# design 1

### Gate-type map, design 1

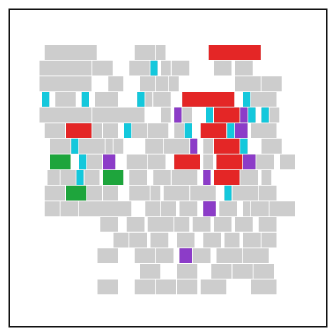

--- src/rtl/pipe_ctrl_pkg.sv ---
// Shared types and constants for the pipeline hazard controller.
package pipe_ctrl_pkg;

  localparam logic [1:0] TUSE_NONE    = 2'd3;
  localparam int         MULT_CYC_DEF = 5;
  localparam int         DIV_CYC_DEF  = 10;

  typedef enum logic [2:0] {
    STG_F = 3'd0,
    STG_D = 3'd1,
    STG_E = 3'd2,
    STG_M = 3'd3,
    STG_W = 3'd4
  } stage_e;

  // A source stalls when a producer will not have its value ready by the time the source is consumed.
  function automatic logic raw_hit(
    input logic [4:0] src,
    input logic [1:0] tuse,
    input logic [4:0] e_wa,
    input logic [1:0] e_tnew,
    input logic [4:0] m_wa,
    input logic [1:0] m_tnew
  );
    logic e_hit, m_hit;
    e_hit = (e_wa == src) && (e_tnew > tuse);
    m_hit = (m_wa == src) && (m_tnew > tuse);
    return (src != 5'd0) && (tuse != TUSE_NONE) && (e_hit || m_hit);
  endfunction

endpackage

--- src/rtl/pipe_hazard_ctrl_md_sched.sv ---
// MDU occupancy tracker: loads a busy count on mult/div start and counts down.
module md_sched
  import pipe_ctrl_pkg::*;
#(
  parameter int MULT_CYC = MULT_CYC_DEF,
  parameter int DIV_CYC  = DIV_CYC_DEF
) (
  input  logic clk,
  input  logic reset,
  input  logic start,
  input  logic is_div,
  input  logic flush,
  output logic md_busy,
  output logic md_done
);

  logic [3:0] cnt, cnt_nxt;

  // A start while busy is ignored; a start alongside a flush belongs to a squashed instr.
  always_comb begin
    cnt_nxt = cnt;
    if (cnt != 4'd0)
      cnt_nxt = cnt - 4'd1;
    else if (start && !flush)
      cnt_nxt = is_div ? 4'(DIV_CYC) : 4'(MULT_CYC);
  end

  always_ff @(posedge clk or negedge reset) begin
    if (!reset) begin
      cnt     <= 4'd0;
      md_busy <= 1'b0;
      md_done <= 1'b0;
    end else begin
      cnt     <= cnt_nxt;
      md_busy <= (cnt_nxt != 4'd0);
      md_done <= (cnt_nxt == 4'd1);
    end
  end

endmodule

--- src/rtl/pipe_hazard_ctrl.sv ---
// Pipeline stall/bubble/flush sequencer with RAW and MDU structural hazard detection.
module pipe_hazard_ctrl
  import pipe_ctrl_pkg::*;
#(
  parameter int MULT_CYC = MULT_CYC_DEF,
  parameter int DIV_CYC  = DIV_CYC_DEF
) (
  input  logic       clk,
  input  logic       reset,
  input  logic [4:0] D_rs,
  input  logic [4:0] D_rt,
  input  logic [1:0] D_tuse_rs,
  input  logic [1:0] D_tuse_rt,
  input  logic       D_is_md,
  input  logic [4:0] E_wa,
  input  logic [1:0] E_tnew,
  input  logic [4:0] M_wa,
  input  logic [1:0] M_tnew,
  input  logic       E_md_start,
  input  logic       E_md_is_div,
  input  logic       exc_req,
  output logic       F_en,
  output logic       D_en,
  output logic       E_clr,
  output logic       req,
  output logic       stall,
  output logic       md_busy,
  output logic       md_done
);

  logic rs_haz, rt_haz, md_haz;

  md_sched #(.MULT_CYC(MULT_CYC), .DIV_CYC(DIV_CYC)) u_md_sched (
    .clk     (clk),
    .reset   (reset),
    .start   (E_md_start),
    .is_div  (E_md_is_div),
    .flush   (exc_req),
    .md_busy (md_busy),
    .md_done (md_done)
  );

  assign rs_haz = raw_hit(D_rs, D_tuse_rs, E_wa, E_tnew, M_wa, M_tnew);
  assign rt_haz = raw_hit(D_rt, D_tuse_rt, E_wa, E_tnew, M_wa, M_tnew);
  assign md_haz = D_is_md && (md_busy || E_md_start);

  // Every combinational control is held low while in reset; a flush overrides any stall.
  assign req   = reset && exc_req;
  assign stall = reset && (rs_haz || rt_haz || md_haz) && !exc_req;
  assign F_en  = reset && !stall;
  assign D_en  = reset && !stall;
  assign E_clr = stall;

endmodule

--- config.mk ---
export PLATFORM = sky130hd
export DESIGN_NAME = pipe_hazard_ctrl
export DESIGN_NICKNAME = d
export VERILOG_FILES = /design/src/rtl/pipe_ctrl_pkg.sv /design/src/rtl/pipe_hazard_ctrl_md_sched.sv /design/src/rtl/pipe_hazard_ctrl.sv
export SDC_FILE = /design/constraint.sdc
export NUM_CORES = 1
export LEC_CHECK = 0
export CORE_MARGIN = 5
export CORE_UTILIZATION = 39
export DETAILED_ROUTE_END_ITERATION = 7
export PLACE_DENSITY = 0.79
export SLEW_MARGIN = 25
export SYNTH_ARGS = -nofsm -noshare
export SYNTH_HDL_FRONTEND = slang
export SYNTH_HIERARCHICAL = 1
export SYNTH_SLANG_ARGS = --single-unit
--- constraint.sdc ---
create_clock -name clk -period 2.13 [get_ports clk]
set_input_delay 0.213 -clock clk [delete_from_list [all_inputs] [get_ports clk]]
set_output_delay 0.213 -clock clk [all_outputs]
set_load 0.01 [all_outputs]
# design 2

File: config.mk
export PLATFORM = sky130hd
export DESIGN_NAME = tilemap_scheduler
export DESIGN_NICKNAME = d
export VERILOG_FILES = /design/src/rtl/tilemap_scheduler.sv
export SDC_FILE = /design/constraint.sdc
export NUM_CORES = 1
export LEC_CHECK = 0
export CORE_UTILIZATION = 30
export DETAILED_ROUTE_END_ITERATION = 10
export HOLD_SLACK_MARGIN = 0.05
export SLEW_MARGIN = 20
export SYNTH_ARGS = -nofsm -noshare
export SYNTH_HDL_FRONTEND = slang
export SYNTH_SLANG_ARGS = --single-unit
File: constraint.sdc
create_clock -name clk -period 2.2 [get_ports clk]
set_clock_uncertainty 0.15 [all_clocks]
set_input_delay 0.44 -clock clk [delete_from_list [all_inputs] [get_ports clk]]
set_output_delay 0.44 -clock clk [all_outputs]
set_load 0.1 [all_outputs]
File: src/rtl/tilemap_scheduler.sv
// Frame walker for the tile drawer: reads a row-major tile map and issues one draw
// job per non-empty entry, waiting for the drawer's end-of-tile strobe between jobs.
module tilemap_scheduler #(
    parameter int          MAP_W     = 20,
    parameter int          MAP_H     = 15,
    parameter int          MAP_AW    = 12,
    parameter logic [7:0]  SKIP_CODE = 8'hFF,
    parameter int          TIMEOUT   = 1023
) (
    input  logic              clk,
    input  logic              resetn,
    input  logic              start,
    input  logic              abort,
    input  logic [MAP_AW-1:0] map_base,
    output logic [MAP_AW-1:0] map_addr,
    input  logic [7:0]        map_data,
    output logic [7:0]        tile_address,
    output logic [7:0]        x_pos,
    output logic [7:0]        y_pos,
    output logic              draw,
    input  logic              drawer_active,
    output logic              busy,
    output logic              done,
    output logic              timeout_err,
    output logic [11:0]       tiles_drawn
);

    localparam int WCW = $clog2(TIMEOUT + 1);
    localparam logic [4:0]        COL_LAST  = 5'(MAP_W - 1);
    localparam logic [4:0]        ROW_LAST  = 5'(MAP_H - 1);
    localparam logic [WCW-1:0]    WAIT_LAST = WCW'(TIMEOUT - 1);
    localparam logic [MAP_AW-1:0] IDX_ONE   = MAP_AW'(1);

    typedef enum logic [2:0] {
        S_IDLE, S_FETCH, S_WAIT_MAP, S_ISSUE, S_WAIT_DONE, S_ADVANCE, S_FINISH
    } state_t;

    state_t            state_q, state_d;
    logic [MAP_AW-1:0] base_q, base_d;
    logic [MAP_AW-1:0] idx_q, idx_d;
    logic [MAP_AW-1:0] map_addr_q, map_addr_d;
    logic [4:0]        col_q, col_d;
    logic [4:0]        row_q, row_d;
    logic [7:0]        tile_q, tile_d;
    logic [7:0]        x_q, x_d;
    logic [7:0]        y_q, y_d;
    logic              draw_q, draw_d;
    logic              done_q, done_d;
    logic              terr_q, terr_d;
    logic [11:0]       tiles_q, tiles_d;
    logic [WCW-1:0]    wait_q, wait_d;

    always_ff @(posedge clk or negedge resetn) begin
        if (!resetn) begin
            state_q    <= S_IDLE;
            base_q     <= '0;
            idx_q      <= '0;
            map_addr_q <= '0;
            col_q      <= '0;
            row_q      <= '0;
            tile_q     <= '0;
            x_q        <= '0;
            y_q        <= '0;
            draw_q     <= 1'b0;
            done_q     <= 1'b0;
            terr_q     <= 1'b0;
            tiles_q    <= '0;
            wait_q     <= '0;
        end else begin
            state_q    <= state_d;
            base_q     <= base_d;
            idx_q      <= idx_d;
            map_addr_q <= map_addr_d;
            col_q      <= col_d;
            row_q      <= row_d;
            tile_q     <= tile_d;
            x_q        <= x_d;
            y_q        <= y_d;
            draw_q     <= draw_d;
            done_q     <= done_d;
            terr_q     <= terr_d;
            tiles_q    <= tiles_d;
            wait_q     <= wait_d;
        end
    end

    always_comb begin
        state_d    = state_q;
        base_d     = base_q;
        idx_d      = idx_q;
        map_addr_d = map_addr_q;
        col_d      = col_q;
        row_d      = row_q;
        tile_d     = tile_q;
        x_d        = x_q;
        y_d        = y_q;
        terr_d     = terr_q;
        tiles_d    = tiles_q;
        wait_d     = wait_q;

        unique case (state_q)
            S_IDLE: begin
                if (start && !abort) begin
                    state_d = S_FETCH;
                    base_d  = map_base;
                    idx_d   = '0;
                    col_d   = '0;
                    row_d   = '0;
                    tiles_d = '0;
                    terr_d  = 1'b0;
                end
            end
            S_FETCH: begin
                map_addr_d = base_q + idx_q;
                state_d    = S_WAIT_MAP;
            end
            S_WAIT_MAP: begin
                if (map_data == SKIP_CODE) begin
                    state_d = S_ADVANCE;
                end else begin
                    tile_d  = map_data;
                    x_d     = {col_q, 3'b000};
                    y_d     = {row_q, 3'b000};
                    state_d = S_ISSUE;
                end
            end
            S_ISSUE: begin
                tiles_d = tiles_q + 12'd1;
                wait_d  = '0;
                state_d = S_WAIT_DONE;
            end
            S_WAIT_DONE: begin
                // End-of-tile strobe takes priority over a timeout on the same cycle.
                if (!drawer_active) begin
                    state_d = S_ADVANCE;
                end else if (wait_q == WAIT_LAST) begin
                    terr_d  = 1'b1;
                    state_d = S_IDLE;
                end else begin
                    wait_d = wait_q + 1'b1;
                end
            end
            S_ADVANCE: begin
                idx_d = idx_q + IDX_ONE;
                if (col_q == COL_LAST) begin
                    col_d = '0;
                    row_d = row_q + 5'd1;
                end else begin
                    col_d = col_q + 5'd1;
                end
                state_d = (col_q == COL_LAST && row_q == ROW_LAST) ? S_FINISH : S_FETCH;
            end
            S_FINISH: state_d = S_IDLE;
            default:  state_d = S_IDLE;
        endcase

        if (abort && state_q != S_IDLE) begin
            state_d = S_IDLE;
        end

        // Pulses are registered so they line up with the state they belong to.
        draw_d = (state_d == S_ISSUE);
        done_d = (state_d == S_FINISH);
    end

    assign map_addr     = map_addr_q;
    assign tile_address = tile_q;
    assign x_pos        = x_q;
    assign y_pos        = y_q;
    assign draw         = draw_q;
    assign done         = done_q;
    assign busy         = (state_q != S_IDLE);
    assign timeout_err  = terr_q;
    assign tiles_drawn  = tiles_q;

endmodule

# design 3

===== src/rtl/image_scaler_if.sv =====
// Frame-buffer and control handshake bundle for image_scaler.
// The master side is the environment (control block plus source RAM); the slave side is the scaler.
interface image_scaler_if #(
    parameter int PIX_W = 8,
    parameter int R_AW  = 15,
    parameter int W_AW  = 17
) ();
    logic             START;
    logic [1:0]       ALGORITHM;
    logic [PIX_W-1:0] PIXEL_IN;
    logic [R_AW-1:0]  R_ADDR;
    logic             R_EN;
    logic [PIX_W-1:0] PIXEL_OUT;
    logic [W_AW-1:0]  W_ADDR;
    logic             W_EN;
    logic             BUSY;
    logic             done;

    modport master (
        output START, ALGORITHM, PIXEL_IN,
        input  R_ADDR, R_EN, PIXEL_OUT, W_ADDR, W_EN, BUSY, done
    );

    modport slave (
        input  START, ALGORITHM, PIXEL_IN,
        output R_ADDR, R_EN, PIXEL_OUT, W_ADDR, W_EN, BUSY, done
    );
endinterface


===== src/rtl/image_scaler.sv =====
// Power-of-two image scaler: nearest-neighbour, pixel replication, decimation, block average.
// Build option SCALER_ROUND_EN: block average rounds half up instead of truncating.
//
// state  | meaning
// S_IDLE | waiting for START after reset
// S_RD   | R_EN high, R_ADDR presented to source RAM
// S_WAIT | RD_LAT cycles for source data; captures PIXEL_IN on the last one
// S_WR   | W_EN high, one destination pixel per cycle
// S_DONE | frame complete, done held until next START
module image_scaler #(
    parameter int SRC_W  = 160,
    parameter int SRC_H  = 120,
    parameter int PIX_W  = 8,
    parameter int F_LOG2 = 1,
    parameter int RD_LAT = 1,
    parameter int R_AW   = 15,
    parameter int W_AW   = 17
) (
    input logic CLK,
    input logic RESET,
    image_scaler_if.slave bus
);
    localparam int K    = 1 << F_LOG2;
    localparam int AC_W = PIX_W + 2 * F_LOG2;
    localparam logic [2:0]      K_M1     = 3'(K - 1);
    localparam logic [W_AW-1:0] SRC_W_A  = W_AW'(SRC_W);
    localparam logic [W_AW-1:0] UP_W     = W_AW'(SRC_W << F_LOG2);
    localparam logic [W_AW-1:0] DN_W     = W_AW'(SRC_W >> F_LOG2);
    localparam logic [W_AW-1:0] SRC_W_M1 = W_AW'(SRC_W - 1);
    localparam logic [W_AW-1:0] SRC_H_M1 = W_AW'(SRC_H - 1);
    localparam logic [W_AW-1:0] UP_W_M1  = W_AW'((SRC_W << F_LOG2) - 1);
    localparam logic [W_AW-1:0] UP_H_M1  = W_AW'((SRC_H << F_LOG2) - 1);
    localparam logic [W_AW-1:0] DN_W_M1  = W_AW'((SRC_W >> F_LOG2) - 1);
    localparam logic [W_AW-1:0] DN_H_M1  = W_AW'((SRC_H >> F_LOG2) - 1);
`ifdef SCALER_ROUND_EN
    localparam logic [AC_W-1:0] RND = AC_W'(1) << (2 * F_LOG2 - 1);
`else
    localparam logic [AC_W-1:0] RND = '0;
`endif

    typedef enum logic [1:0] {ALG_NN, ALG_PR, ALG_DC, ALG_BA} alg_t;
    typedef enum logic [2:0] {S_IDLE, S_RD, S_WAIT, S_WR, S_DONE} state_t;

    state_t           state;
    alg_t             alg;
    logic [W_AW-1:0]  ox, oy, base_r, base_w, off;
    logic [2:0]       i, j;
    logic [1:0]       wait_cnt;
    logic [AC_W-1:0]  acc;
    logic [R_AW-1:0]  r_addr;
    logic [W_AW-1:0]  w_addr;
    logic [PIX_W-1:0] pixel_out;
    logic             r_en, w_en, busy, done;

    logic [W_AW-1:0]  ox_max, oy_max, r_step, w_step, stride;
    logic [W_AW-1:0]  ox_n, oy_n, base_r_n, base_w_n, off_n;
    logic [2:0]       i_n, j_n;
    logic             i_last, inner_last, ox_last, frame_last;
    logic [AC_W-1:0]  ba_sum;
    logic [PIX_W-1:0] ba_out;

    // Outer counters walk the destination raster, except PR which walks the source raster.
    always_comb begin
        ox_max = DN_W_M1;
        oy_max = DN_H_M1;
        r_step = SRC_W_A << F_LOG2;
        w_step = DN_W;
        stride = '0;
        case (alg)
            ALG_NN: begin
                ox_max = UP_W_M1;
                oy_max = UP_H_M1;
                r_step = (oy[F_LOG2-1:0] == '1) ? SRC_W_A : '0;
                w_step = UP_W;
            end
            ALG_PR: begin
                ox_max = SRC_W_M1;
                oy_max = SRC_H_M1;
                r_step = SRC_W_A;
                w_step = UP_W << F_LOG2;
                stride = UP_W;
            end
            ALG_BA:  stride = SRC_W_A;
            default: stride = '0;
        endcase
        i_last     = (i == K_M1);
        inner_last = i_last && (j == K_M1);
        i_n        = i_last ? 3'd0 : i + 3'd1;
        j_n        = !i_last ? j : (inner_last ? 3'd0 : j + 3'd1);
        off_n      = !i_last ? off : (inner_last ? '0 : off + stride);
        ox_last    = (ox == ox_max);
        frame_last = ox_last && (oy == oy_max);
        ox_n       = ox_last ? '0 : ox + 1'b1;
        oy_n       = ox_last ? oy + 1'b1 : oy;
        base_r_n   = ox_last ? base_r + r_step : base_r;
        base_w_n   = ox_last ? base_w + w_step : base_w;
        ba_sum     = acc + AC_W'(bus.PIXEL_IN);
        ba_out     = PIX_W'((ba_sum + RND) >> (2 * F_LOG2));
    end

    function automatic logic [R_AW-1:0] rd_addr(alg_t a, logic [W_AW-1:0] br,
                                                 logic [W_AW-1:0] x, logic [W_AW-1:0] o,
                                                 logic [2:0] ii);
        logic [W_AW-1:0] col;
        case (a)
            ALG_NN:  col = x >> F_LOG2;
            ALG_PR:  col = x;
            default: col = x << F_LOG2;
        endcase
        if (a == ALG_BA) col = col + o + W_AW'(ii);
        return R_AW'(br + col);
    endfunction

    function automatic logic [W_AW-1:0] wr_addr(alg_t a, logic [W_AW-1:0] bw,
                                                logic [W_AW-1:0] x, logic [W_AW-1:0] o,
                                                logic [2:0] ii);
        if (a == ALG_PR) return bw + (x << F_LOG2) + o + W_AW'(ii);
        return bw + x;
    endfunction

    always_ff @(posedge CLK) begin
        if (!RESET) begin
            state <= S_IDLE;  alg <= ALG_NN;
            ox <= '0;  oy <= '0;  base_r <= '0;  base_w <= '0;  off <= '0;
            i <= '0;  j <= '0;  wait_cnt <= '0;  acc <= '0;
            r_addr <= '0;  w_addr <= '0;  pixel_out <= '0;
            r_en <= 1'b0;  w_en <= 1'b0;  busy <= 1'b0;  done <= 1'b0;
        end else begin
            case (state)
                S_IDLE, S_DONE: if (bus.START) begin
                    alg <= alg_t'(bus.ALGORITHM);
                    ox <= '0;  oy <= '0;  base_r <= '0;  base_w <= '0;  off <= '0;
                    i <= '0;  j <= '0;  acc <= '0;  r_addr <= '0;
                    r_en <= 1'b1;  busy <= 1'b1;  done <= 1'b0;
                    state <= S_RD;
                end
                S_RD: begin
                    r_en     <= 1'b0;
                    wait_cnt <= 2'(RD_LAT - 1);
                    state    <= S_WAIT;
                end
                S_WAIT: begin
                    if (wait_cnt != 2'd0) begin
                        wait_cnt <= wait_cnt - 2'd1;
                    end else if (alg == ALG_BA && !inner_last) begin
                        acc <= ba_sum;
                        i <= i_n;  j <= j_n;  off <= off_n;
                        r_addr <= rd_addr(alg, base_r, ox, off_n, i_n);
                        r_en <= 1'b1;
                        state <= S_RD;
                    end else begin
                        pixel_out <= (alg == ALG_BA) ? ba_out : bus.PIXEL_IN;
                        acc <= '0;
                        i <= '0;  j <= '0;  off <= '0;
                        w_addr <= wr_addr(alg, base_w, ox, '0, 3'd0);
                        w_en <= 1'b1;
                        state <= S_WR;
                    end
                end
                S_WR: begin
                    if (alg == ALG_PR && !inner_last) begin
                        i <= i_n;  j <= j_n;  off <= off_n;
                        w_addr <= wr_addr(alg, base_w, ox, off_n, i_n);
                    end else begin
                        w_en <= 1'b0;
                        i <= '0;  j <= '0;  off <= '0;
                        if (frame_last) begin
                            busy <= 1'b0;
                            done <= 1'b1;
                            state <= S_DONE;
                        end else begin
                            ox <= ox_n;  oy <= oy_n;
                            base_r <= base_r_n;  base_w <= base_w_n;
                            r_addr <= rd_addr(alg, base_r_n, ox_n, '0, 3'd0);
                            r_en <= 1'b1;
                            state <= S_RD;
                        end
                    end
                end
                default: state <= S_IDLE;
            endcase
        end
    end

    assign bus.R_ADDR    = r_addr;
    assign bus.R_EN      = r_en;
    assign bus.PIXEL_OUT = pixel_out;
    assign bus.W_ADDR    = w_addr;
    assign bus.W_EN      = w_en;
    assign bus.BUSY      = busy;
    assign bus.done      = done;
endmodule

===== src/flat_wrapper.sv =====
// flat-port wrapper written by rule: the top's interface ports become plain ports
module image_scaler_flat 
#(
    parameter int SRC_W  = 160,
    parameter int SRC_H  = 120,
    parameter int PIX_W  = 8,
    parameter int F_LOG2 = 1,
    parameter int RD_LAT = 1,
    parameter int R_AW   = 15,
    parameter int W_AW   = 17
)
  (CLK, RESET, bus_START, bus_ALGORITHM, bus_PIXEL_IN, bus_R_ADDR, bus_R_EN, bus_PIXEL_OUT, bus_W_ADDR, bus_W_EN, bus_BUSY, bus_done);
  image_scaler_if #(.PIX_W(PIX_W), .R_AW(R_AW), .W_AW(W_AW)) bus_i ();
  input logic CLK;
  input logic RESET;
  input wire logic [$bits(bus_i.START)-1:0] bus_START;
  input wire logic [$bits(bus_i.ALGORITHM)-1:0] bus_ALGORITHM;
  input wire logic [$bits(bus_i.PIXEL_IN)-1:0] bus_PIXEL_IN;
  output wire logic [$bits(bus_i.R_ADDR)-1:0] bus_R_ADDR;
  output wire logic [$bits(bus_i.R_EN)-1:0] bus_R_EN;
  output wire logic [$bits(bus_i.PIXEL_OUT)-1:0] bus_PIXEL_OUT;
  output wire logic [$bits(bus_i.W_ADDR)-1:0] bus_W_ADDR;
  output wire logic [$bits(bus_i.W_EN)-1:0] bus_W_EN;
  output wire logic [$bits(bus_i.BUSY)-1:0] bus_BUSY;
  output wire logic [$bits(bus_i.done)-1:0] bus_done;
  assign bus_i.START = bus_START;
  assign bus_i.ALGORITHM = bus_ALGORITHM;
  assign bus_i.PIXEL_IN = bus_PIXEL_IN;
  assign bus_R_ADDR = bus_i.R_ADDR;
  assign bus_R_EN = bus_i.R_EN;
  assign bus_PIXEL_OUT = bus_i.PIXEL_OUT;
  assign bus_W_ADDR = bus_i.W_ADDR;
  assign bus_W_EN = bus_i.W_EN;
  assign bus_BUSY = bus_i.BUSY;
  assign bus_done = bus_i.done;
  image_scaler #(.SRC_W(SRC_W), .SRC_H(SRC_H), .PIX_W(PIX_W), .F_LOG2(F_LOG2), .RD_LAT(RD_LAT), .R_AW(R_AW), .W_AW(W_AW)) u_core (.CLK(CLK), .RESET(RESET), .bus(bus_i));
endmodule

===== config.mk =====
export PLATFORM = sky130hd
export DESIGN_NAME = image_scaler_flat
export DESIGN_NICKNAME = d
export VERILOG_FILES = /design/src/rtl/image_scaler_if.sv /design/src/rtl/image_scaler.sv /design/src/flat_wrapper.sv
export SDC_FILE = /design/constraint.sdc
export NUM_CORES = 1
export LEC_CHECK = 0
export CAP_MARGIN = 20
export CORE_MARGIN = 4
export CORE_UTILIZATION = 60
export DETAILED_ROUTE_END_ITERATION = 8
export PLACE_DENSITY = 0.79
export SLEW_MARGIN = 10
export SYNTH_ARGS = -nofsm -noshare
export SYNTH_HDL_FRONTEND = slang
export SYNTH_SLANG_ARGS = --single-unit
export TNS_END_PERCENT = 10

===== constraint.sdc =====
create_clock -name CLK -period 6.7 [get_ports CLK]
set_clock_uncertainty 0.05 [all_clocks]
set_input_delay 1.675 -clock CLK [delete_from_list [all_inputs] [get_ports CLK]]
set_output_delay 1.675 -clock CLK [all_outputs]
set_load 0.01 [all_outputs]


==> layout pictures side by side <==
M2 wires.
shot_01.png
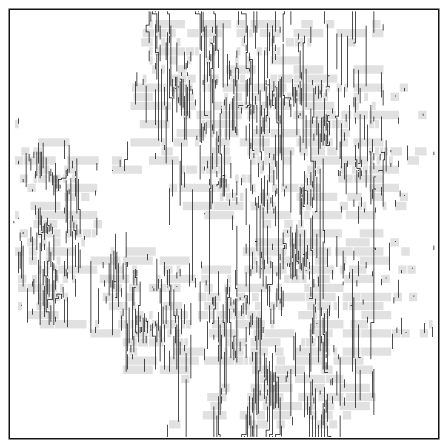
shot_02.png
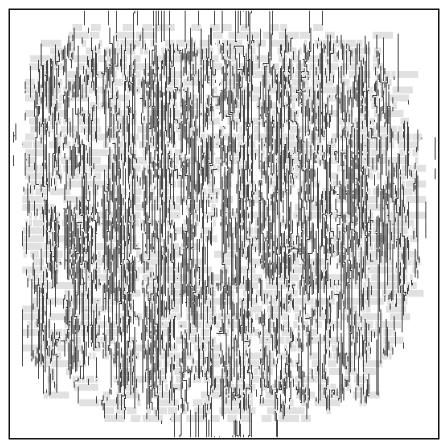
shot_03.png
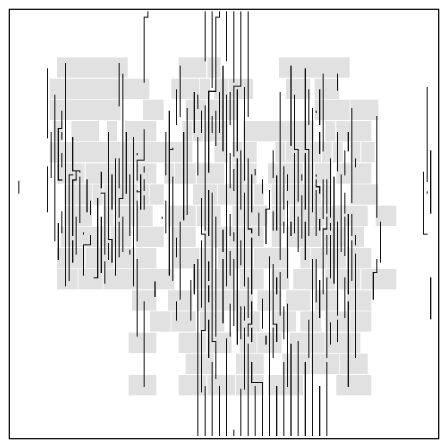
- shot_01.png = design 2
- shot_03.png = design 1
- shot_02.png = design 3

### Gate-type map, design 3

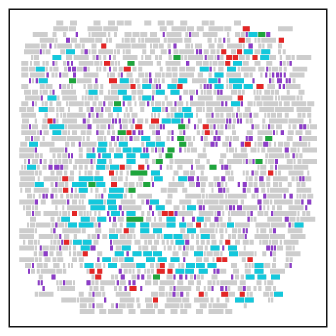
Key: red = AND-OR and OR-AND gates [cells 53, most used a21o_1]; green = multiplexers [cells 21, most used mux2i_1]; purple = NAND gates [cells 282, most used nand2_1, where spread over the die]; cyan = adder and majority cells [cells 133, most used ha_1]

==> results.sh, design 3 <==
# source this file to load flow results
export IMPL_syn2layout_area_growth_pct=10.4
export IMPL_mux_area_share_pct=1.99
export IMPL_fp_util_pct=61.0
export IMPL_wl_met3_um=2590
export IMPL_outcome="complete, no violations"
export IMPL_use_met1_pct=42.7
export IMPL_grt_pass1_vias=11000
export IMPL_lay_top_count="nand2_1"
export IMPL_stdcell_count=1865
export IMPL_drt_met1_wl_um=15300
export IMPL_yosysWarnings=0
export IMPL_cts_resized=0
export IMPL_fp_coreArea_sq_um=19500
export IMPL_worstSkewPairLatency_ps=430
export IMPL_yosys_area_share_simple_pct=23.0
export IMPL_place_inst=1833
export IMPL_maxCapViolCount=0
export IMPL_hold_end="u_core.bus.W_ADDR[4]"
export IMPL_cp_end_kind="flop"
export IMPL_syn_inst=1579
export IMPL_warnings=27
export IMPL_sh_comb_area_pct=65.1
export IMPL_cts_sinks=141
export IMPL_nFillCells=1730
export IMPL_slew_viol_final=0
export IMPL_holdWs_ps=403
## design 3: where the power goes
part | total, uW | switching (uW) | leakage (uW) | internal (uW)
Sequential | 877 | 19.4 | 0.00114 | 858
Combinational | 339 | 224 | 0.00404 | 115
Clock | 912 | 400 | 0.000260 | 512
Total | 2130 | 643 | 0.00543 | 1480
## design 3: tightest hold or removal path: cells and delay by family (launching register included)
| family | cells | cell delay, ps |
|---|---|---|
| flops | 1 | 310 |
| simple gates | 1 | 50 |
| compound gates | 1 | 50 |
### Gate-type map, design 2

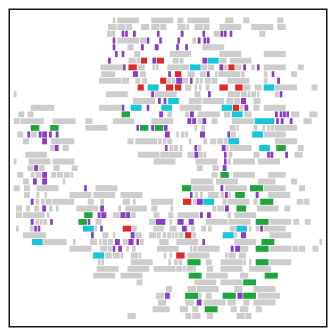
Key: cyan = adder and majority cells [cells 19, most used ha_1]; purple = NAND gates [cells 126, most used nand2_1, where spread over the die]; green = multiplexers [cells 26, most used mux2_4]; red = AND-OR and OR-AND gates [cells 16]

==> results.sh, design 2 <==
# source this file to load flow results
export IMPL_outcome="complete, no violations"
export IMPL_routed_wl_um=10500
export IMPL_vias_per_cell=4.76
export IMPL_grt_max_degree=42
export IMPL_finalWorstSetupSlack_ps=80.7
export IMPL_finalPower_uw=7960
export IMPL_worstSkewPairLatency_ps=340
export IMPL_relSlewSlack_pct=59.4
export IMPL_wire_per_inst_um=13.4
export IMPL_die_area_sq_um=16400
export IMPL_nFillCells=1580
export IMPL_largest_area_cell="dfrtp_1"
export IMPL_dr_pass1_iters=4
export IMPL_postSynthSeqShare_pct=48.4
export IMPL_lay_top_count="dfrtp_1"
export IMPL_arrival_ps=2250
export IMPL_yosys_area_share_simple_pct=20.1
export IMPL_endpoint="map_addr[7]"
## design 2: timing repair
item / CTS / global route
hold buffers: 1 / 0
setup endpoints to repair: 0 / 3
hold endpoints to repair: 37 / 0
gates resized: 0 / 4
setup buffers: 0 / 2
## design 2: layer usage
layer	vias to the layer above	track usage, %
met1	1805	17.7
met3	10	2.21
met4	0	5.40
met5	-	0
met2	64	22.9
li1	1860	-
## design 2: layout make-up
class | count | share of cell area, %
tap | 211 | 4.38
sequential | 92 | 38.4
clock inverter | 7 | 1.06
multi-input combinational | 355 | 37.7
clock buffer | 9 | 3.74
inverter | 14 | 0.914
timing repair buffer | 98 | 13.8
### Metal 3, design 1

The bar under the picture is 20 um long.
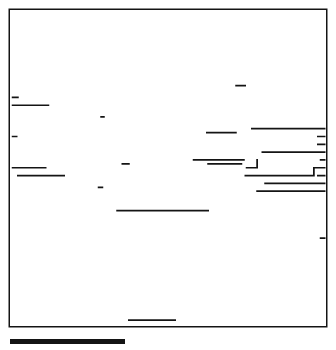
The wires run mostly horizontal. The longest straight run is 15.9 um. 20 nets have wire on it.

Notes on 'Gate-type map' of design 1 above:
Key: cyan = inverters [cells 16, most used inv_1]; red = adder and majority cells [cells 9, most used ha_1]; purple = NAND gates [cells 9]; green = multiplexers [cells 3, most used mux2i_1]

==> results.sh, design 1 <==
# source this file to load flow results
export IMPL_outcome="complete, no violations"
export IMPL_detail_route_iter0_violations=10
export IMPL_cp_max_fo=3
export IMPL_cts_root_buf="clkbuf_4"
export IMPL_worstMarginPinSlew_ps=372
export IMPL_slowest_delay_ps=470
export IMPL_post_place_ws_ps=-661
export IMPL_maxCapViolCount=0
export IMPL_routed_wl_um=2690
export IMPL_arrival_ps=1830
export IMPL_top_usage_layer="met2"
export IMPL_top_cells_by_count="inv_1, xnor2_1, ha_1"
export IMPL_io_pins=41
export IMPL_max_freq_ghz=0.489
export IMPL_postPlaceCellArea_sq_um=1280
export IMPL_floorplan_nets=138
export IMPL_endpoint="stall"
export IMPL_cp_depth=8
[design 1: through the flow]
| step | utilization [%] | std cells | hold WS [ps] |
|---|---|---|---|
| after detailed placement | 65.7 | 169 | 570 |
| after global routing | 69.5 | 172 | 318 |
| after floorplan | - | 95 | -82.6 |
| after global placement | 65.7 | 169 | 558 |
| final | 69.5 | 172 | 335 |
| after CTS | 67.9 | 172 | 321 |
[design 1: sequential cells by signal, summed over array words and instances (netlist names)]
name / cells
u_md_sched/md_busy: 1
u_md_sched/md_done: 1
u_md_sched/cnt: 4

# design 4

### Sequential cells grouped by signal name, design 4

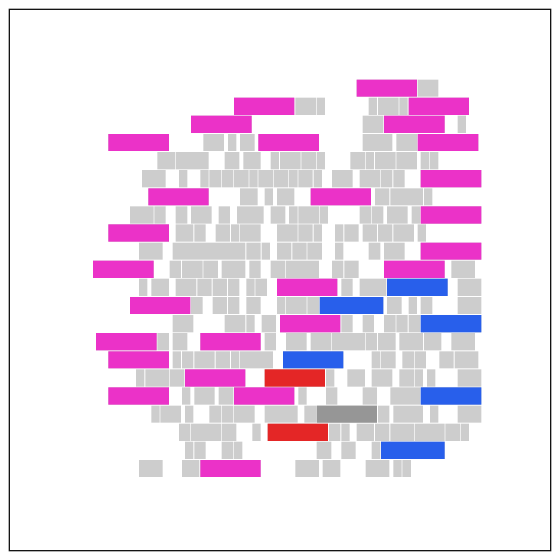

`src/rtl/digit_timer.sv`:
```
// rtl/digit_timer.sv - per-digit answer countdown timer with one-second prescaler
// Optional low-time warning output is built only when DIGIT_TIMER_WARN_EN is defined.
module digit_timer #(
  parameter int TICKS_PER_SEC = 50_000_000,
  parameter int DIGIT_TIME    = 10,
  parameter int TW            = 6,
  parameter int WARN_SECS     = 3
) (
  input  logic          clk,
  input  logic          rst,
  input  logic          Timer_enable,
  input  logic          Timer_reconfig,
  output logic          DigitTime_Out,
  output logic [TW-1:0] Time_Left,
  output logic          Time_Warn
);

  localparam int PW = $clog2(TICKS_PER_SEC);
  localparam logic [PW-1:0] PRE_LAST = PW'(TICKS_PER_SEC - 1);
  localparam logic [TW-1:0] SEC_LOAD = TW'(DIGIT_TIME);

  if (TICKS_PER_SEC < 2 || DIGIT_TIME < 1 || DIGIT_TIME > (2**TW) - 1 || WARN_SECS < 0) begin : g_bad_cfg
    $error("digit_timer: illegal parameter combination");
  end

  typedef enum logic [1:0] {
    IDLE    = 2'd0,
    RUN     = 2'd1,
    EXPIRED = 2'd2
  } state_t;

  state_t        state_q, state_d;
  logic [PW-1:0] pre_q, pre_d;
  logic [TW-1:0] sec_q, sec_d;
  logic          exp_q, exp_d;

  always_comb begin
    state_d = state_q;
    pre_d   = pre_q;
    sec_d   = sec_q;
    exp_d   = exp_q;
    if (Timer_reconfig) begin
      pre_d   = '0;
      sec_d   = SEC_LOAD;
      exp_d   = 1'b0;
      state_d = Timer_enable ? RUN : IDLE;
    end else if (state_q == EXPIRED) begin
      state_d = EXPIRED;
    end else if (!Timer_enable) begin
      state_d = IDLE;
    end else begin
      state_d = RUN;
      if (pre_q == PRE_LAST) begin
        pre_d = '0;
        // Guard keeps the seconds counter from wrapping below zero
        if (sec_q != '0) begin
          sec_d = sec_q - 1'b1;
        end
        if (sec_q == TW'(1)) begin
          state_d = EXPIRED;
          exp_d   = 1'b1;
        end
      end else begin
        pre_d = pre_q + 1'b1;
      end
    end
  end

  always_ff @(posedge clk or negedge rst) begin
    if (!rst) begin
      state_q <= IDLE;
      pre_q   <= '0;
      sec_q   <= SEC_LOAD;
      exp_q   <= 1'b0;
    end else begin
      state_q <= state_d;
      pre_q   <= pre_d;
      sec_q   <= sec_d;
      exp_q   <= exp_d;
    end
  end

  assign DigitTime_Out = exp_q;
  assign Time_Left     = sec_q;

`ifdef DIGIT_TIMER_WARN_EN
  localparam logic [TW-1:0] WARN_LIM = (WARN_SECS >= (2**TW)) ? {TW{1'b1}} : TW'(WARN_SECS);

  logic warn_q, warn_d;

  // Computed from next-state values so the flag lines up with Time_Left
  always_comb begin
    warn_d = !Timer_reconfig && (state_d != EXPIRED) &&
             (sec_d != '0) && (sec_d <= WARN_LIM);
  end

  always_ff @(posedge clk or negedge rst) begin
    if (!rst) begin
      warn_q <= 1'b0;
    end else begin
      warn_q <= warn_d;
    end
  end

  assign Time_Warn = warn_q;
`else
  assign Time_Warn = 1'b0;
`endif

endmodule
```
`config.mk`:
```
export PLATFORM = sky130hd
export DESIGN_NAME = digit_timer
export DESIGN_NICKNAME = d
export VERILOG_FILES = /design/src/rtl/digit_timer.sv
export SDC_FILE = /design/constraint.sdc
export NUM_CORES = 1
export LEC_CHECK = 0
export CORE_MARGIN = 10
export CORE_UTILIZATION = 55
export CTS_CLUSTER_SIZE = 25
export DETAILED_ROUTE_END_ITERATION = 10
export PLACE_DENSITY = 0.81
export SKIP_LAST_GASP = 1
export SYNTH_ARGS = -nofsm -noshare
export SYNTH_HDL_FRONTEND = slang
export SYNTH_SLANG_ARGS = --single-unit
```
`constraint.sdc`:
```
create_clock -name clk -period 4.1 [get_ports clk]
set_clock_uncertainty 0.2 [all_clocks]
set_input_delay 1.23 -clock clk [delete_from_list [all_inputs] [get_ports clk]]
set_output_delay 1.23 -clock clk [all_outputs]
set_load 0.01 [all_outputs]
```
# design 5

File: config.mk
export PLATFORM = sky130hd
export DESIGN_NAME = mem_arbiter_flat
export DESIGN_NICKNAME = d
export VERILOG_FILES = /design/src/rtl/mem_arbiter_pkg.sv /design/src/rtl/mem_arbiter_if.sv /design/src/rtl/mem_arbiter_rr_arb2.sv /design/src/rtl/mem_arbiter.sv /design/src/flat_wrapper.sv
export SDC_FILE = /design/constraint.sdc
export NUM_CORES = 1
export LEC_CHECK = 0
export ABC_AREA = 1
export CAP_MARGIN = 0
export CORE_AREA = 8 8 91 93
export DETAILED_ROUTE_END_ITERATION = 10
export DIE_AREA = 0 0 99 101
export GPL_TIMING_DRIVEN = 0
export PLACE_DENSITY = 0.79
export REMOVE_ABC_BUFFERS = 1
export SYNTH_ARGS = -nofsm -noshare
export SYNTH_HDL_FRONTEND = slang
export SYNTH_HIERARCHICAL = 1
export SYNTH_SLANG_ARGS = --single-unit
File: constraint.sdc
create_clock -name clk -period 1.8 [get_ports clk]
set_input_delay 0.36 -clock clk [delete_from_list [all_inputs] [get_ports clk]]
set_output_delay 0.36 -clock clk [all_outputs]
set_load 0.01 [all_outputs]
File: src/rtl/mem_arbiter_pkg.sv
// Shared definitions for the two-port memory arbiter.
// Contents: FSM state encoding, memory command polarity, requester indices,
// and the two-way round-robin pick function used by rr_arb2.
package mem_arbiter_pkg;

    typedef enum logic [1:0] {
        IDLE  = 2'd0,
        ISSUE = 2'd1,
        RESP  = 2'd2
    } state_e;

    localparam logic MEM_READ   = 1'b1;
    localparam logic MEM_WRITE  = 1'b0;

    localparam logic PORT_FETCH = 1'b0;
    localparam logic PORT_DATA  = 1'b1;

    // Lone requester wins; with both requesting, the port not granted last wins.
    function automatic logic rr_pick(input logic [1:0] req, input logic last);
        logic win;
        case (req)
            2'b01:   win = PORT_FETCH;
            2'b10:   win = PORT_DATA;
            2'b11:   win = ~last;
            default: win = PORT_FETCH;
        endcase
        return win;
    endfunction

endpackage

File: src/rtl/mem_arbiter_if.sv
// Bus bundle between the two requesters, the arbiter and the memory.
// slave  : arbiter view (requests and mem_data_in in; grants, rvalid,
//          rdata and the memory command bus out).
// master : environment view (requesters plus memory model), the mirror image.
interface mem_arbiter_if #(
    parameter int AW = 16,
    parameter int DW = 16
);
    logic          p0_req;
    logic          p1_req;
    logic          p0_read_write;
    logic          p1_read_write;
    logic [AW-1:0] p0_address;
    logic [AW-1:0] p1_address;
    logic [DW-1:0] p0_wdata;
    logic [DW-1:0] p1_wdata;
    logic          p0_gnt;
    logic          p1_gnt;
    logic          p0_rvalid;
    logic          p1_rvalid;
    logic [DW-1:0] rdata;
    logic [AW-1:0] mem_address;
    logic          mem_read_write;
    logic          mem_enable;
    logic [DW-1:0] mem_data_out;
    logic [DW-1:0] mem_data_in;

    modport slave (
        input  p0_req, p1_req, p0_read_write, p1_read_write,
        input  p0_address, p1_address, p0_wdata, p1_wdata, mem_data_in,
        output p0_gnt, p1_gnt, p0_rvalid, p1_rvalid, rdata,
        output mem_address, mem_read_write, mem_enable, mem_data_out
    );

    modport master (
        output p0_req, p1_req, p0_read_write, p1_read_write,
        output p0_address, p1_address, p0_wdata, p1_wdata, mem_data_in,
        input  p0_gnt, p1_gnt, p0_rvalid, p1_rvalid, rdata,
        input  mem_address, mem_read_write, mem_enable, mem_data_out
    );

endinterface

File: src/rtl/mem_arbiter_rr_arb2.sv
// Two-way round-robin selector (purely combinational).
// req_i   : request vector, bit 0 = fetch port, bit 1 = data port
// last_i  : index of the port granted most recently
// win_o   : index of the selected port
// valid_o : at least one request present
module rr_arb2
    import mem_arbiter_pkg::*;
(
    input  logic [1:0] req_i,
    input  logic       last_i,
    output logic       win_o,
    output logic       valid_o
);

    // Winner selection and request-present flag.
    always_comb begin
        win_o   = rr_pick(req_i, last_i);
        valid_o = |req_i;
    end

endmodule

File: src/rtl/mem_arbiter.sv
// Two-port round-robin memory arbiter (fetch port 0, data port 1).
// clk   : single clock, rising edge
// reset : asynchronous, active-low
// bus   : mem_arbiter_if slave modport carrying both requester channels,
//         the shared rdata return and the memory command bus.
// Flow per transaction: IDLE (sample + latch winner) -> ISSUE (command on
// the bus, winner's gnt) -> RESP for reads (rvalid) -> IDLE.
module mem_arbiter
    import mem_arbiter_pkg::*;
#(
    parameter int AW = 16,
    parameter int DW = 16
) (
    input  logic          clk,
    input  logic          reset,
    mem_arbiter_if.slave  bus
);

    state_e        state_q,    state_d;
    logic [1:0]    gnt_q,      gnt_d;
    logic [1:0]    rvalid_q,   rvalid_d;
    logic          last_q,     last_d;
    logic          mem_en_q,   mem_en_d;
    logic          mem_rw_q,   mem_rw_d;
    logic [AW-1:0] mem_addr_q, mem_addr_d;
    logic [DW-1:0] mem_dout_q, mem_dout_d;
    logic [DW-1:0] rdata_q,    rdata_d;

    logic [1:0]    req_s;
    logic          win_s;
    logic          valid_s;
    logic          sel_rw_s;
    logic [AW-1:0] sel_addr_s;
    logic [DW-1:0] sel_wdata_s;

    assign req_s = {bus.p1_req, bus.p0_req};

    rr_arb2 u_rr_arb2 (
        .req_i   (req_s),
        .last_i  (last_q),
        .win_o   (win_s),
        .valid_o (valid_s)
    );

    // Mux the winning requester's command fields.
    always_comb begin
        if (win_s == PORT_DATA) begin
            sel_rw_s    = bus.p1_read_write;
            sel_addr_s  = bus.p1_address;
            sel_wdata_s = bus.p1_wdata;
        end else begin
            sel_rw_s    = bus.p0_read_write;
            sel_addr_s  = bus.p0_address;
            sel_wdata_s = bus.p0_wdata;
        end
    end

    // Next-state and next-output logic. The command and gnt are loaded on
    // the IDLE sampling edge so they appear registered during ISSUE.
    always_comb begin
        state_d    = state_q;
        gnt_d      = 2'b00;
        rvalid_d   = 2'b00;
        last_d     = last_q;
        mem_en_d   = 1'b0;
        mem_rw_d   = MEM_READ;
        mem_addr_d = mem_addr_q;
        mem_dout_d = {DW{1'b0}};
        rdata_d    = rdata_q;
        case (state_q)
            IDLE: begin
                if (valid_s) begin
                    state_d        = ISSUE;
                    last_d         = win_s;
                    gnt_d[win_s]   = 1'b1;
                    mem_en_d       = 1'b1;
                    mem_rw_d       = sel_rw_s;
                    mem_addr_d     = sel_addr_s;
                    mem_dout_d     = (sel_rw_s == MEM_READ) ? {DW{1'b0}} : sel_wdata_s;
                end else begin
                    state_d = IDLE;
                end
            end
            ISSUE: begin
                // mem_rw_q still holds the command being issued this cycle.
                if (mem_rw_q == MEM_READ) begin
                    state_d          = RESP;
                    rvalid_d[last_q] = 1'b1;
                end else begin
                    state_d = IDLE;
                end
            end
            RESP: begin
                state_d = IDLE;
                rdata_d = bus.mem_data_in;
            end
            default: begin
                state_d = IDLE;
            end
        endcase
    end

    // State and output registers; reset prefers port 0 by marking port 1 as last.
    always_ff @(posedge clk or negedge reset) begin
        if (!reset) begin
            state_q    <= IDLE;
            gnt_q      <= 2'b00;
            rvalid_q   <= 2'b00;
            last_q     <= PORT_DATA;
            mem_en_q   <= 1'b0;
            mem_rw_q   <= MEM_READ;
            mem_addr_q <= {AW{1'b0}};
            mem_dout_q <= {DW{1'b0}};
            rdata_q    <= {DW{1'b0}};
        end else begin
            state_q    <= state_d;
            gnt_q      <= gnt_d;
            rvalid_q   <= rvalid_d;
            last_q     <= last_d;
            mem_en_q   <= mem_en_d;
            mem_rw_q   <= mem_rw_d;
            mem_addr_q <= mem_addr_d;
            mem_dout_q <= mem_dout_d;
            rdata_q    <= rdata_d;
        end
    end

    assign bus.p0_gnt         = gnt_q[PORT_FETCH];
    assign bus.p1_gnt         = gnt_q[PORT_DATA];
    assign bus.p0_rvalid      = rvalid_q[PORT_FETCH];
    assign bus.p1_rvalid      = rvalid_q[PORT_DATA];
    assign bus.mem_enable     = mem_en_q;
    assign bus.mem_read_write = mem_rw_q;
    assign bus.mem_address    = mem_addr_q;
    assign bus.mem_data_out   = mem_dout_q;

    // Memory data arrives during RESP, the same cycle rvalid must be shown,
    // so rdata bypasses the capture register then and holds it otherwise.
    assign bus.rdata = (state_q == RESP) ? bus.mem_data_in : rdata_q;

endmodule

File: src/flat_wrapper.sv
// flat-port wrapper written by rule: the top's interface ports become plain ports
module mem_arbiter_flat import mem_arbiter_pkg::*;
#(
    parameter int AW = 16,
    parameter int DW = 16
)
  (clk, reset, bus_p0_req, bus_p1_req, bus_p0_read_write, bus_p1_read_write, bus_p0_address, bus_p1_address, bus_p0_wdata, bus_p1_wdata, bus_mem_data_in, bus_p0_gnt, bus_p1_gnt, bus_p0_rvalid, bus_p1_rvalid, bus_rdata, bus_mem_address, bus_mem_read_write, bus_mem_enable, bus_mem_data_out);
  mem_arbiter_if #(.AW(AW), .DW(DW)) bus_i ();
  input  logic clk;
  input  logic reset;
  input wire logic [$bits(bus_i.p0_req)-1:0] bus_p0_req;
  input wire logic [$bits(bus_i.p1_req)-1:0] bus_p1_req;
  input wire logic [$bits(bus_i.p0_read_write)-1:0] bus_p0_read_write;
  input wire logic [$bits(bus_i.p1_read_write)-1:0] bus_p1_read_write;
  input wire logic [$bits(bus_i.p0_address)-1:0] bus_p0_address;
  input wire logic [$bits(bus_i.p1_address)-1:0] bus_p1_address;
  input wire logic [$bits(bus_i.p0_wdata)-1:0] bus_p0_wdata;
  input wire logic [$bits(bus_i.p1_wdata)-1:0] bus_p1_wdata;
  input wire logic [$bits(bus_i.mem_data_in)-1:0] bus_mem_data_in;
  output wire logic [$bits(bus_i.p0_gnt)-1:0] bus_p0_gnt;
  output wire logic [$bits(bus_i.p1_gnt)-1:0] bus_p1_gnt;
  output wire logic [$bits(bus_i.p0_rvalid)-1:0] bus_p0_rvalid;
  output wire logic [$bits(bus_i.p1_rvalid)-1:0] bus_p1_rvalid;
  output wire logic [$bits(bus_i.rdata)-1:0] bus_rdata;
  output wire logic [$bits(bus_i.mem_address)-1:0] bus_mem_address;
  output wire logic [$bits(bus_i.mem_read_write)-1:0] bus_mem_read_write;
  output wire logic [$bits(bus_i.mem_enable)-1:0] bus_mem_enable;
  output wire logic [$bits(bus_i.mem_data_out)-1:0] bus_mem_data_out;
  assign bus_i.p0_req = bus_p0_req;
  assign bus_i.p1_req = bus_p1_req;
  assign bus_i.p0_read_write = bus_p0_read_write;
  assign bus_i.p1_read_write = bus_p1_read_write;
  assign bus_i.p0_address = bus_p0_address;
  assign bus_i.p1_address = bus_p1_address;
  assign bus_i.p0_wdata = bus_p0_wdata;
  assign bus_i.p1_wdata = bus_p1_wdata;
  assign bus_i.mem_data_in = bus_mem_data_in;
  assign bus_p0_gnt = bus_i.p0_gnt;
  assign bus_p1_gnt = bus_i.p1_gnt;
  assign bus_p0_rvalid = bus_i.p0_rvalid;
  assign bus_p1_rvalid = bus_i.p1_rvalid;
  assign bus_rdata = bus_i.rdata;
  assign bus_mem_address = bus_i.mem_address;
  assign bus_mem_read_write = bus_i.mem_read_write;
  assign bus_mem_enable = bus_i.mem_enable;
  assign bus_mem_data_out = bus_i.mem_data_out;
  mem_arbiter #(.AW(AW), .DW(DW)) u_core (.clk(clk), .reset(reset), .bus(bus_i));
endmodule
### Sequential cells grouped by signal name, design 5

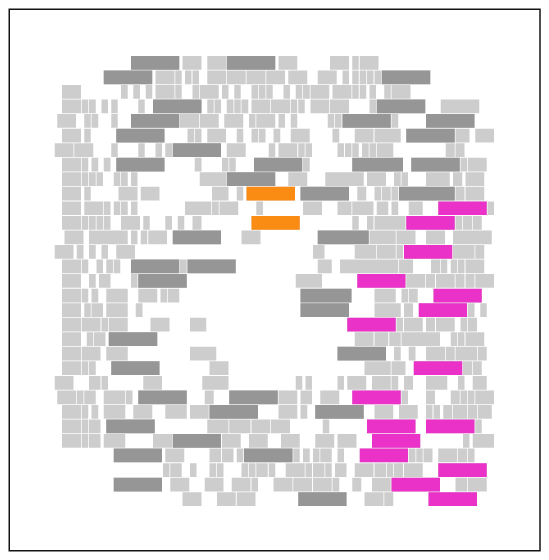
Key: magenta = u_core/rdata_q [sequential cells 16]; orange = u_core/gnt_q [sequential cells 2]
Another 39 sequential cells are not colored.

### Metal 3, design 5

The bar under the picture is 20 um long.
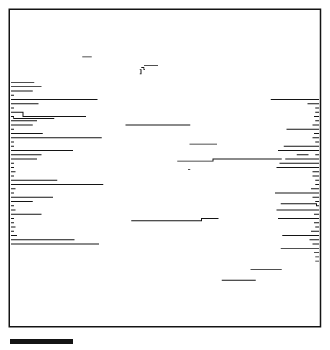
85 nets have wire on it. The layer holds 8.0% of the routed length.

==> results.sh, design 5 <==
# source this file to load flow results
export IMPL_outcome="complete, no violations"
export IMPL_yosysChipArea_sq_um=2600
export IMPL_place_inst=514
export IMPL_post_route_period_util_pct=97.9
export IMPL_overflow=0
export IMPL_ys_sh_aoi_pct=0.385
export IMPL_wl_met2_um=4070
export IMPL_grt_setup_unrepaired="true"
export IMPL_seq_share_pct=33.1
export IMPL_postLayoutCellArea_sq_um=4330
export IMPL_fp_coreArea_sq_um=6940
export IMPL_syn2layout_area_growth_pct=66.3
export IMPL_top_cells_by_count="nand2_1, dfrtp_1, nand3_1"
export IMPL_logic_area_sq_um=1110
export IMPL_hold_path_class="in2async"
export IMPL_drt_met1_wl_um=3320
export IMPL_synth_adder_area_share_pct=0
export IMPL_io_pins=140
export IMPL_r2r_setup_slack_ps=140
export IMPL_cts_hold_repair_buffers=0
export IMPL_die_y_um=101
export IMPL_wire_per_inst_um=14.8
export IMPL_stdcell_count=545
export IMPL_worstMarginPinSlew_ps=739
export IMPL_syn_area_sq_um=2600
export IMPL_slew_viol_final=0
==> design 5: where the power goes <==
group | internal, uW | switching (uW)
Sequential | 1780 | 221
Combinational | 1350 | 1540
Clock | 637 | 504
Total | 3770 | 2260
==> design 5: timing repair <==
| action | 4_1_cts | 5_1_grt |
|---|---|---|
| pin swaps | 2 | 6 |
| resized | 71 | 13 |
| setup buffers | 10 | 3 |
| setup endpoints to repair | 51 | 24 |
| hold endpoints to repair | 0 | 0 |
| cloned | 1 | 1 |
### Metal 3, design 4

The bar under the picture is 20 um long.
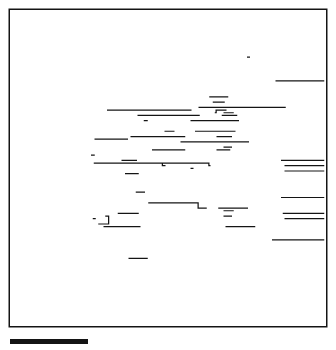
The wires run mostly horizontal. 35 nets have wire on it.

## Picture notes: 'Sequential cells grouped by signal name' of design 4
Key: blue = Time_Left [sequential cells 6, where right middle]; red = state_q [sequential cells 2]; magenta = pre_q [sequential cells 26]

==> results.sh, design 4 <==
# source this file to load flow results
export IMPL_outcome="complete, no violations"
export IMPL_holdWs_ps=310
export IMPL_cts_root_buf="clkbuf_8"
export IMPL_reg2reg_depth=6
export IMPL_cp_startpoint="Timer_enable"
export IMPL_vias_per_cell=6.39
export IMPL_routed_wl_um=4800
export IMPL_ir_worst_vdd_uv=175
export IMPL_syn2layout_area_growth_pct=12.6
export IMPL_finalWorstSetupSlack_ps=1160
export IMPL_cts_resized=0
export IMPL_worstHoldStart="DigitTime_Out"
export IMPL_mostFrequentLayoutCells="dfrtp_1, nor2_1, nand2_1"
export IMPL_inverters=9
export IMPL_wl_met3_um=345
export IMPL_clock_buffer_count=6
==> design 4: cell usage after synthesis (5+ instances only) <==
cell,number
dfrtp_1,33
nor2_1,25
nand2_1,16
nand3_1,13
xnor2_1,12
a21oi_1,11
nand4_1,11
nor4_1,11
inv_1,9
nor3_1,9
or3_1,9
clkbuf_1,7
o21ai_0,7
o32ai_1,5
==> design 4: worst register-to-register path, delay by kind of cell (launching register included) <==
family	cells	cell delay, ps
AND-OR/OR-AND	1	150
AND/OR/NAND/NOR	4	1630
adder cells (fa/ha/maj)	1	240
flip-flops	1	420

==> notes/layouts.md <==
Pictures saved along the way, in no particular order.

Gate-type map.
panel A
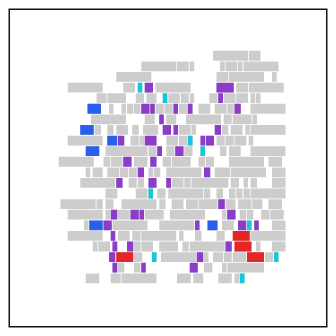
panel B
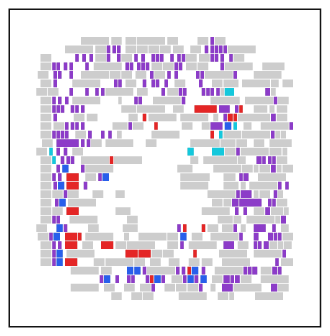
For design 5, see panel B.
For design 4, see panel A.
The one with the most cells is panel B.

Key to panel B:
Key: cyan = inverters [cells 7, most used inv_1]; red = NOR gates [cells 23, most used nor2_1]; purple = NAND gates [cells 187, most used nand2_1, where spread over the die]; blue = AND and OR gates [cells 17, most used and2_0]



==> screenshots <==
Routing congestion.
picture 1
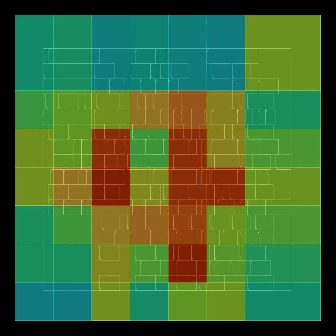
picture 2
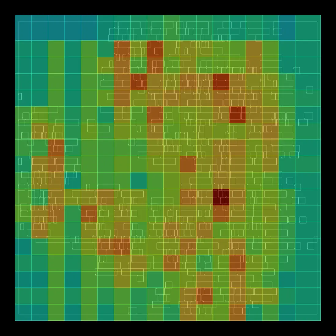
picture 3
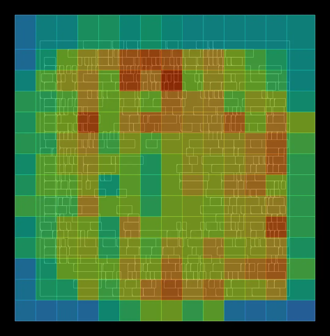
picture 4
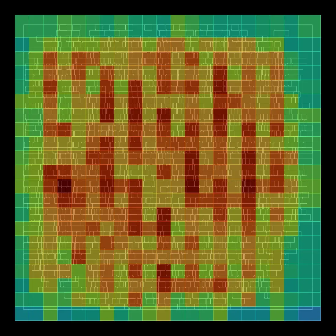
Picture 1 is design 1.
Picture 3 is design 5.
Picture 2 is design 2.
Picture 4 is design 3.
- most wire per cell: picture 4
- lowest track usage: picture 2

Power and IR drop assume default switching activity.
